=== scan_chain_controller ===
[config.mk]
export PLATFORM = sky130hd
export DESIGN_NAME = scan_chain_controller
export DESIGN_NICKNAME = d
export VERILOG_FILES = /design/src/rtl/scan_chain_controller.sv
export SDC_FILE = /design/constraint.sdc
export NUM_CORES = 1
export LEC_CHECK = 0
export ABC_AREA = 1
export CAP_MARGIN = 30
export CORE_MARGIN = 5
export CORE_UTILIZATION = 50
export DETAILED_ROUTE_END_ITERATION = 12
export HOLD_SLACK_MARGIN = 0.02
export MAX_ROUTING_LAYER = met4
export PLACE_DENSITY = 0.75
export SKIP_CTS_REPAIR_TIMING = 1
export SLEW_MARGIN = 30
export SYNTH_ARGS = -nofsm -noshare
export SYNTH_HDL_FRONTEND = slang
export SYNTH_SLANG_ARGS = --single-unit
[constraint.sdc]
create_clock -name clk -period 1.7 [get_ports clk]
set_clock_uncertainty 0.05 [all_clocks]
set_input_delay 0.255 -clock clk [delete_from_list [all_inputs] [get_ports clk]]
set_output_delay 0.255 -clock clk [all_outputs]
set_load 0.02 [all_outputs]
[src/rtl/scan_chain_controller.sv]
// Scan chain controller: loads a word into a serial DFF chain LSB-first
// while capturing the chain's previous contents from its tail.
module scan_chain_controller #(
  parameter int WIDTH = 8
) (
  input  logic             clk,
  input  logic             rst,
  input  logic             start_valid,
  output logic             start_ready,
  input  logic [WIDTH-1:0] wdata,
  input  logic             hold,
  output logic             scan_en,
  output logic             scan_out,
  input  logic             scan_in,
  output logic             update,
  output logic [WIDTH-1:0] rdata,
  output logic             rdata_valid,
  output logic             busy
);

  localparam int CW = $clog2(WIDTH);
  localparam logic [CW-1:0] LAST = CW'(WIDTH - 1);

  typedef enum logic [1:0] {
    IDLE,
    SHIFT,
    UPDATE,
    DONE
  } state_t;

  state_t           state;
  logic [WIDTH-1:0] tx_reg;
  logic [WIDTH-1:0] rx_reg;
  logic [CW-1:0]    cnt;
  logic             shifting;

  assign shifting = (state == SHIFT);

  // hold must gate the chain in the same cycle it freezes the counter
  assign scan_en  = shifting & ~hold;
  assign scan_out = shifting & tx_reg[0];

  always_ff @(posedge clk or posedge rst) begin
    if (rst) begin
      state       <= IDLE;
      tx_reg      <= '0;
      rx_reg      <= '0;
      rdata       <= '0;
      cnt         <= '0;
      start_ready <= 1'b1;
      busy        <= 1'b0;
      update      <= 1'b0;
      rdata_valid <= 1'b0;
    end else begin
      update      <= 1'b0;
      rdata_valid <= 1'b0;
      unique case (state)
        IDLE: begin
          if (start_valid) begin
            tx_reg      <= wdata;
            rx_reg      <= '0;
            cnt         <= '0;
            state       <= SHIFT;
            start_ready <= 1'b0;
            busy        <= 1'b1;
          end
        end
        SHIFT: begin
          if (!hold) begin
            tx_reg <= {1'b0, tx_reg[WIDTH-1:1]};
            rx_reg <= {scan_in, rx_reg[WIDTH-1:1]};
            if (cnt == LAST) begin
              cnt    <= '0;
              state  <= UPDATE;
              update <= 1'b1;
            end else begin
              cnt <= cnt + 1'b1;
            end
          end
        end
        UPDATE: begin
          rdata       <= rx_reg;
          state       <= DONE;
          rdata_valid <= 1'b1;
        end
        DONE: begin
          state       <= IDLE;
          start_ready <= 1'b1;
          busy        <= 1'b0;
        end
      endcase
    end
  end

endmodule
=== pipe_advance_ctrl ===
## src/rtl/pipe_advance_ctrl.sv

```systemverilog
//------------------------------------------------------------------------------
// Module      : pipe_advance_ctrl
// Description : IF/ID/EX/MEM/WB stage registers with advance/hold/bubble
//               control, saturating stall/retire counters and hazard watchdog.
// Revision    : 1.0 - initial release
//------------------------------------------------------------------------------
`default_nettype none

package pipe_advance_pkg;
  typedef struct packed {
    logic [3:0]  operation;
    logic [4:0]  rw;
    logic [4:0]  r1;
    logic [4:0]  r2;
    logic [12:0] imm;
  } t_stage;

  localparam logic [3:0] c_op_nop = 4'h0;
  localparam logic [3:0] c_op_add = 4'h1;
  localparam logic [3:0] c_op_sub = 4'h2;
  localparam logic [3:0] c_op_and = 4'h3;
  localparam logic [3:0] c_op_alo = 4'h4;
  localparam logic [3:0] c_op_ahi = 4'h5;
  localparam logic [3:0] c_op_rdl = 4'h6;

  // Register fields of zero never match a hazard class, so a bubble is inert.
  localparam t_stage c_bubble = '{operation: c_op_nop, rw: 5'd0, r1: 5'd0,
                                  r2: 5'd0, imm: 13'd0};
endpackage

module pipe_advance_ctrl
  import pipe_advance_pkg::*;
#(
  parameter int CNT_W   = 32,
  parameter int HAZ_MAX = 2
) (
  input  logic             clk,
  input  logic             rst_n,
  input  t_stage           fetch_stage,
  input  logic             fetch_valid,
  input  logic             data_hazard,
  input  logic             mem_busy,
  output logic             fetch_ready,
  output t_stage           stage_if,
  output t_stage           stage_id,
  output t_stage           stage_ex,
  output t_stage           stage_mem,
  output t_stage           stage_wb,
  output logic             valid_if,
  output logic             valid_id,
  output logic             valid_ex,
  output logic             valid_mem,
  output logic             valid_wb,
  output logic [CNT_W-1:0] cnt_haz_stall,
  output logic [CNT_W-1:0] cnt_mem_stall,
  output logic [CNT_W-1:0] cnt_retired,
  output logic             haz_fault
);

  localparam int               c_run_w   = $clog2(HAZ_MAX + 2);
  localparam logic [c_run_w-1:0] c_run_max = c_run_w'(HAZ_MAX);
  localparam logic [c_run_w-1:0] c_run_one = c_run_w'(1);
  localparam logic [CNT_W-1:0] c_cnt_one = CNT_W'(1);
  localparam logic [CNT_W-1:0] c_cnt_max = '1;

  t_stage             r_stage_if, r_stage_id, r_stage_ex, r_stage_mem, r_stage_wb;
  logic               r_valid_if, r_valid_id, r_valid_ex, r_valid_mem, r_valid_wb;
  logic [CNT_W-1:0]   r_cnt_haz, r_cnt_mem, r_cnt_ret;
  logic [c_run_w-1:0] r_haz_run;
  logic               r_haz_fault;

  logic w_mem_stall;
  logic w_haz_stall;

  // mem_busy dominates: a hazard seen during a memory freeze is not a hazard cycle.
  assign w_mem_stall = mem_busy;
  assign w_haz_stall = data_hazard && !mem_busy;
  assign fetch_ready = rst_n && !mem_busy && !data_hazard;

  always_ff @(posedge clk or negedge rst_n) begin
    if (!rst_n) begin
      r_stage_if  <= c_bubble;
      r_stage_id  <= c_bubble;
      r_stage_ex  <= c_bubble;
      r_stage_mem <= c_bubble;
      r_stage_wb  <= c_bubble;
      r_valid_if  <= 1'b0;
      r_valid_id  <= 1'b0;
      r_valid_ex  <= 1'b0;
      r_valid_mem <= 1'b0;
      r_valid_wb  <= 1'b0;
    end else if (w_mem_stall) begin
      r_stage_wb <= c_bubble;
      r_valid_wb <= 1'b0;
    end else if (w_haz_stall) begin
      r_stage_wb  <= r_stage_mem;
      r_valid_wb  <= r_valid_mem;
      r_stage_mem <= r_stage_ex;
      r_valid_mem <= r_valid_ex;
      r_stage_ex  <= r_stage_id;
      r_valid_ex  <= r_valid_id;
      r_stage_id  <= c_bubble;
      r_valid_id  <= 1'b0;
    end else begin
      r_stage_wb  <= r_stage_mem;
      r_valid_wb  <= r_valid_mem;
      r_stage_mem <= r_stage_ex;
      r_valid_mem <= r_valid_ex;
      r_stage_ex  <= r_stage_id;
      r_valid_ex  <= r_valid_id;
      r_stage_id  <= r_stage_if;
      r_valid_id  <= r_valid_if;
      r_stage_if  <= fetch_valid ? fetch_stage : c_bubble;
      r_valid_if  <= fetch_valid;
    end
  end

  always_ff @(posedge clk or negedge rst_n) begin
    if (!rst_n) begin
      r_cnt_haz <= '0;
      r_cnt_mem <= '0;
      r_cnt_ret <= '0;
    end else begin
      if (r_valid_wb && (r_cnt_ret != c_cnt_max)) begin
        r_cnt_ret <= r_cnt_ret + c_cnt_one;
      end
      if (w_mem_stall && (r_cnt_mem != c_cnt_max)) begin
        r_cnt_mem <= r_cnt_mem + c_cnt_one;
      end
      if (w_haz_stall && (r_cnt_haz != c_cnt_max)) begin
        r_cnt_haz <= r_cnt_haz + c_cnt_one;
      end
    end
  end

  // Run length parks at HAZ_MAX; the cycle that would push it past sets the fault.
  always_ff @(posedge clk or negedge rst_n) begin
    if (!rst_n) begin
      r_haz_run   <= '0;
      r_haz_fault <= 1'b0;
    end else if (w_haz_stall) begin
      if (r_haz_run >= c_run_max) begin
        r_haz_fault <= 1'b1;
      end else begin
        r_haz_run <= r_haz_run + c_run_one;
      end
    end else if (!w_mem_stall) begin
      r_haz_run <= '0;
    end
  end

  assign stage_if      = r_stage_if;
  assign stage_id      = r_stage_id;
  assign stage_ex      = r_stage_ex;
  assign stage_mem     = r_stage_mem;
  assign stage_wb      = r_stage_wb;
  assign valid_if      = r_valid_if;
  assign valid_id      = r_valid_id;
  assign valid_ex      = r_valid_ex;
  assign valid_mem     = r_valid_mem;
  assign valid_wb      = r_valid_wb;
  assign cnt_haz_stall = r_cnt_haz;
  assign cnt_mem_stall = r_cnt_mem;
  assign cnt_retired   = r_cnt_ret;
  assign haz_fault     = r_haz_fault;

endmodule

`default_nettype wire

```

## config.mk

```make
export PLATFORM = sky130hd
export DESIGN_NAME = pipe_advance_ctrl
export DESIGN_NICKNAME = d
export VERILOG_FILES = /design/src/rtl/pipe_advance_ctrl.sv
export SDC_FILE = /design/constraint.sdc
export NUM_CORES = 1
export LEC_CHECK = 0
export CORE_MARGIN = 5
export CORE_UTILIZATION = 41
export DETAILED_ROUTE_END_ITERATION = 10
export GPL_TIMING_DRIVEN = 1
export PLACE_DENSITY_LB_ADDON = 0.15
export SETUP_SLACK_MARGIN = 0.05
export SKIP_LAST_GASP = 1
export SYNTH_ARGS = -nofsm -noshare
export SYNTH_HDL_FRONTEND = slang
export SYNTH_SLANG_ARGS = --single-unit
export TNS_END_PERCENT = 30
```

## constraint.sdc

```tcl
create_clock -name clk -period 2.5 [get_ports clk]
set_input_delay 0.25 -clock clk [delete_from_list [all_inputs] [get_ports clk]]
set_output_delay 0.25 -clock clk [all_outputs]
set_load 0.05 [all_outputs]
```

=== prog_loader ===
==> config.mk <==
export PLATFORM = sky130hd
export DESIGN_NAME = prog_loader
export DESIGN_NICKNAME = d
export VERILOG_FILES = /design/src/rtl/prog_loader.sv
export SDC_FILE = /design/constraint.sdc
export NUM_CORES = 1
export LEC_CHECK = 0
export CAP_MARGIN = 40
export CORE_MARGIN = 2
export CORE_UTILIZATION = 50
export DETAILED_ROUTE_END_ITERATION = 10
export PLACE_DENSITY = 0.8
export SETUP_SLACK_MARGIN = 0.5
export SLEW_MARGIN = 20
export SYNTH_ARGS = -nofsm -noshare
export SYNTH_HDL_FRONTEND = slang
export SYNTH_SLANG_ARGS = --single-unit
==> constraint.sdc <==
create_clock -name clk -period 2.7 [get_ports clk]
set_input_delay 0.27 -clock clk [delete_from_list [all_inputs] [get_ports clk]]
set_output_delay 0.27 -clock clk [all_outputs]
set_load 0.02 [all_outputs]
==> src/rtl/prog_loader.sv <==
// Boot-time program loader: packs a little-endian byte stream into 32-bit words,
// writes them sequentially into instruction memory and holds the core in reset until done.
module prog_loader #(
  parameter int ADDR_W    = 8,
  parameter int BASE_ADDR = 0
) (
  input  logic              clk,
  input  logic              rst,
  input  logic              start,
  input  logic [ADDR_W:0]   word_count,
  input  logic              byte_valid,
  input  logic [7:0]        byte_data,
  output logic              byte_ready,
  output logic              imem_we,
  output logic [ADDR_W-1:0] imem_addr,
  output logic [31:0]       imem_wdata,
  output logic              cpu_rst,
  output logic              busy,
  output logic              done
);

  typedef enum logic [1:0] {
    S_IDLE    = 2'd0,
    S_COLLECT = 2'd1,
    S_WRITE   = 2'd2,
    S_RUN     = 2'd3
  } state_t;

  localparam logic [ADDR_W-1:0] BASE  = ADDR_W'(BASE_ADDR);
  localparam logic [ADDR_W:0]   DEPTH = {1'b1, {ADDR_W{1'b0}}};
  localparam logic [ADDR_W:0]   ONE   = {{ADDR_W{1'b0}}, 1'b1};

  state_t          state_q, state_d;
  logic [ADDR_W:0] cnt_q, cnt_d;
  logic [ADDR_W:0] word_idx_q, word_idx_d;
  logic [1:0]      byte_idx_q, byte_idx_d;
  logic [31:0]     word_q, word_d;
  logic            done_q, done_d;
  logic [ADDR_W:0] load_cnt;

  // Saturating the count at the memory depth guarantees no address is written twice per load.
  assign load_cnt = (word_count > DEPTH) ? DEPTH : word_count;

  always_ff @(posedge clk or negedge rst) begin
    if (!rst) begin
      state_q    <= S_IDLE;
      cnt_q      <= '0;
      word_idx_q <= '0;
      byte_idx_q <= '0;
      word_q     <= '0;
      done_q     <= 1'b0;
    end else begin
      state_q    <= state_d;
      cnt_q      <= cnt_d;
      word_idx_q <= word_idx_d;
      byte_idx_q <= byte_idx_d;
      word_q     <= word_d;
      done_q     <= done_d;
    end
  end

  always_comb begin
    state_d    = state_q;
    cnt_d      = cnt_q;
    word_idx_d = word_idx_q;
    byte_idx_d = byte_idx_q;
    word_d     = word_q;
    done_d     = 1'b0;
    unique case (state_q)
      S_IDLE, S_RUN: begin
        if (start) begin
          cnt_d      = load_cnt;
          word_idx_d = '0;
          byte_idx_d = '0;
          if (load_cnt == '0) begin
            state_d = S_RUN;
            done_d  = 1'b1;
          end else begin
            state_d = S_COLLECT;
          end
        end
      end
      S_COLLECT: begin
        if (byte_valid) begin
          word_d[8*byte_idx_q +: 8] = byte_data;
          byte_idx_d                = byte_idx_q + 2'd1;
          if (byte_idx_q == 2'd3) state_d = S_WRITE;
        end
      end
      S_WRITE: begin
        if (word_idx_q == cnt_q - ONE) begin
          state_d = S_RUN;
          done_d  = 1'b1;
        end else begin
          word_idx_d = word_idx_q + ONE;
          byte_idx_d = '0;
          state_d    = S_COLLECT;
        end
      end
      default: state_d = S_IDLE;
    endcase
  end

  // Address wraps naturally by truncating to ADDR_W bits.
  assign imem_addr  = BASE + word_idx_q[ADDR_W-1:0];
  assign imem_wdata = word_q;
  assign imem_we    = (state_q == S_WRITE);
  assign byte_ready = (state_q == S_COLLECT);
  assign busy       = (state_q == S_COLLECT) || (state_q == S_WRITE);
  assign cpu_rst    = (state_q != S_RUN);
  assign done       = done_q;

endmodule

scan_chain_controller/registers.png
The bar under the picture is 20 um long. Other sequential cells in the stronger grey, the rest of the logic in the fainter grey.
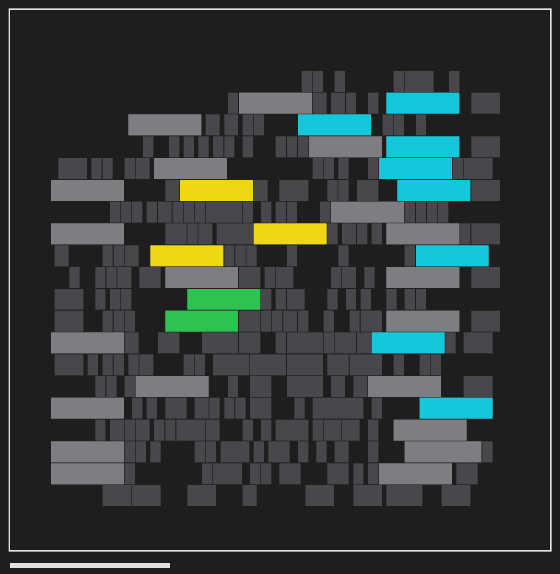
signal	colour	placed flops
`state`	green	2
`cnt`	yellow	3
`rdata`	cyan	8
Seq/total area: 40.1%
Register Area: 827 um2
Seq. pwr: 1090 uW
Layout Utilization: 66.4%

==> results.txt, scan_chain_controller <==
run results: PwrDens=1480 nW/um2, Final period util=between 90% and 100%, Final Critical Period=around 1600 ps, Clock-cell share=under 10%, outcome=complete, no violations, Top Layer Used=met4, Reg2Reg Launch Point=state[1], Synth async-reset ratio=100%, Root Buffer=clkbuf_4, TritonCTS Sinks=33, worst endpoint required time=~1900 ps, GR Util met1=21.8%, Floorplan Nets=about 230, Layout Cell Area excl Fill=2060 um2, Adder Share, Synth=6.08%, Bufs and invs on worst path=3, total core area=between 3000 and 4000 um2, placer congestion estimate=between 0.7 and 0.8, YS chip area=roughly 1600 um2, M1 wire length=1490 um, syn_area_per_cell=between 7 and 8 um2, top cells by area=dfrtp_1, nand2_1, ha_1, worst-margin pin slew=404 ps, final-layout non-clock buffer area share=16.5%, Starting DRT DRC Count=94, Final Max Slew Viols=0, flip-flops=33, number of global-route vias before repair=1308, most frequent cells in the layout=nand2_1, dfrtp_1, clkdlybuf4s50_1, inv_1, nand3_1
pipe_advance_ctrl/wire_density.png
34 x 34 tiles, from dark blue (low) to red (high), scaled to the fullest tile. Values are wire area over tile area, all layers added.
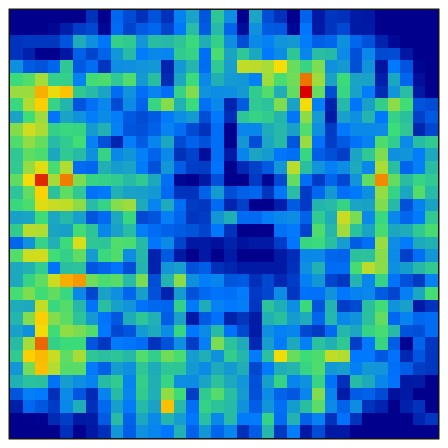
densest ninth of the die	middle left
nearly empty tiles	6.9%
emptiest ninth of the die	centre
tiles over half the peak	14%
fullest tile	0.52
gr usage total: 19.0%
Vias: 7673
Routed WL: 28200 um

==> results.txt, pipe_advance_ctrl <==
run results: Post-synth top cells=dfrtp_1, nand2_1, nand3_1, mux2_2, xnor2_1, GR Util met1=roughly a quarter, reg2reg end=cnt_retired[1], highest clock rate=about 0.46 GHz, placed instance count=1469, reg-to-reg setup timing slack=around 400 ps, Seq/total area=44.1%, Comb power=~2900 uW, H-tree levels=1, Mux cell area share=7.43%, YS chip area=approximately 11000 um2, Layout Cell Area excl Fill=15000 um2, Area growth syn-to-layout=41.3%, Post-Syn Area=10600 um2, met3 usage=7.51%, Setup TNS=0 ps, Starting DRT DRC Count=410, Final Critical Period=2180 ps, worst setup path startpoint=cnt_haz_stall[8], Sw Pwr=3960 uW, Die Wd=171 um, worst endpoint required time=2250 ps, fraction of layout cells with a size suffix above 1=12.0%, Post-Place Worst Slack=334 ps, vias per cell=5.06, Final period util=between 80% and 90%, Top logic family=simple AND/OR/NAND/NOR gates, Unique cell types=40, Sw Ratio=32.8%, startpoint types=flop, critical path endpoint=cnt_haz_stall[8], M1 wire length=11800 um, Hold Startpoint=mem_busy, DRC Markers=0, Synth Flop Type=dfrtp_1, Flop pwr share=41.8%, outcome=complete, no violations, most frequent logic cell in the layout=clkdlybuf4s50_1, Layout Utilization=about three fifths, Adder Share, Synth=0.472%, clkbuf count=40, Crit Path Max Fanout=8, TritonCTS Sinks=between 200 and 300, total power=12100 uW, CTS tree=built, Critical Path Slowest Stage Cell=clkdlybuf4s50_1, Setup Buffers After CTS=0, Setup Crit Path Kind=flop to output port, Synth flops=264
prog_loader/registers.png
The bar under the picture is 20 um long. Other sequential cells in the stronger grey, the rest of the logic in the fainter grey.
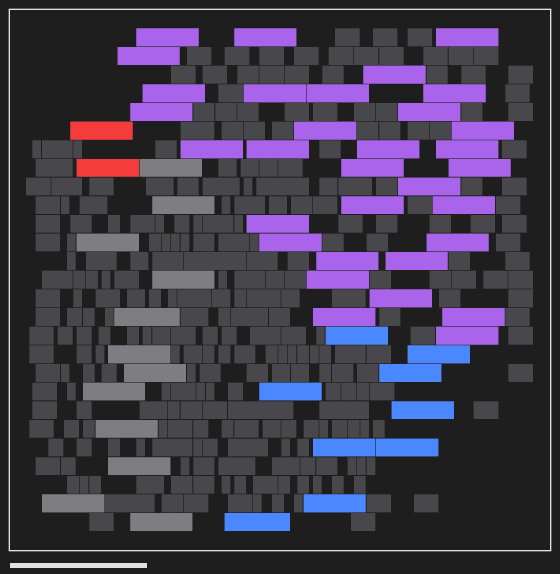
signal	colour	placed flops
`word_idx_q`	blue	9
`imem_wdata`	purple	32
`state_q`	red	2
Register Area: 1380 um2
Layout Utilization: 68.5%

==> results.txt, prog_loader <==
run results: Synth Area in XOR/XNOR=under 10%, initial antenna violation count=0, startpoint types=flop, PortBufs=about 65, Unique cell types=48, clk buf depth=2, logic area=1300 um2, Synth flops=roughly 55, Setup Crit Path Kind=flop to output port, Late-Pin Clk Latency=310 ps, worst reg-to-reg path cell count=10, gr busiest metal=met2, reg2reg end=word_idx_q[4], Non-clk bufs=81, yosys warns=0, global route overflow=0, Final Critical Period=2160 ps, outcome=complete, no violations, Setup TNS=0 ps, GR Util met2=34.2%, VDD IR max=approximately 0.88 mV, Slew HR=70.0%, placed instance count=385, TritonCTS Sinks=55, Crit Path Max Fanout=11, Post-Place Worst Slack=about 250 ps, CTS buffer count=5, yosys simple share=roughly 15%, Bufs and invs on worst path=3, multi-input gates=around 170, crit path capture type=output port, Top Consumer=combinational logic, Flop pwr share=about a third, highest clock rate=0.463 GHz, Clock Power=roughly 480 uW, Clock power frac=14.4%, worst-margin pin slew=449 ps, critical path endpoint=imem_we, Antenna Cells=0, register area share after synthesis=49.2%, Reg2Reg Launch Point=cnt_q[4], Starting DRT DRC Count=177, Max-area cell share=49.2%, Post-synth top cells=dfrtp_1, a22o_1, nand2_1, inv_1, o21ai_0, WL met2=3100 um, Pre-Place Util=51.4%, ys cells=256, Sw Ratio=around two fifths, most frequent logic cell in the layout=clkdlybuf4s50_1, clkbuf count=5, H-tree levels=2, post-route setup slack=roughly 540 ps, worst setup path startpoint=state_q[0], final cell count without fillers=401, CTS hold repair buffers=1, met3 usage=3.30%, combinational fraction of design power=~50%, max reg flops=32, GR Util met1=between 30% and 40%, Mapped Cells=~260, Synth async-reset ratio=100%, Die ar.=6210 um2, leakage power=about 0.0016 uW, Final Hold Vio Count=0, most frequent cells in the layout=clkdlybuf4s50_1, dfrtp_1, a22o_1, nand2_1, inv_1, Comb power=around 1700 uW, total core area=~5400 um2, flip-flops=roughly 55


==> layout pictures side by side <==
Placement view.
(a)
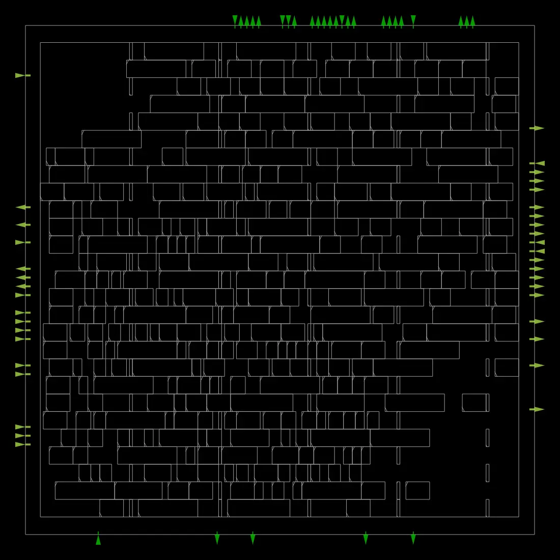
(b)
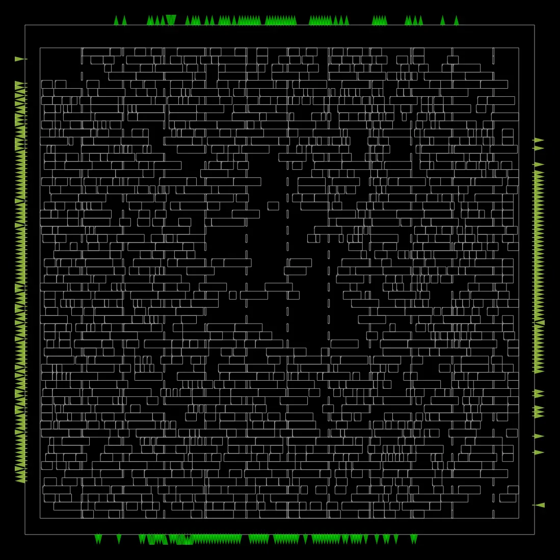
(c)
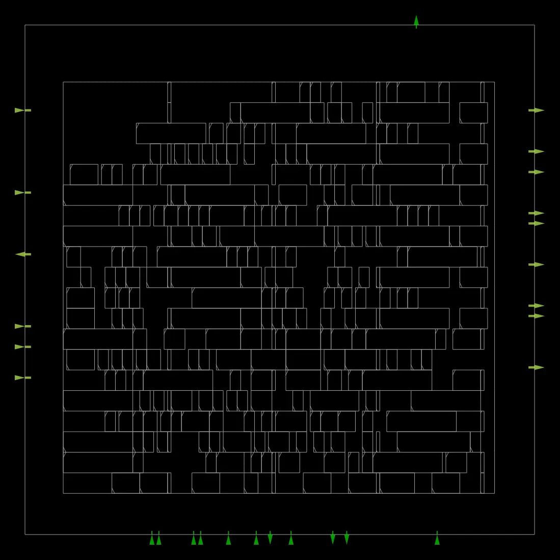
Of these, most sequential cells: (b)
Of these, fewest cells: (c)
prog_loader: (a)
scan_chain_controller: (c)
pipe_advance_ctrl: (b)

Power figures rest on the tool's default switching activity, not on a simulated workload.
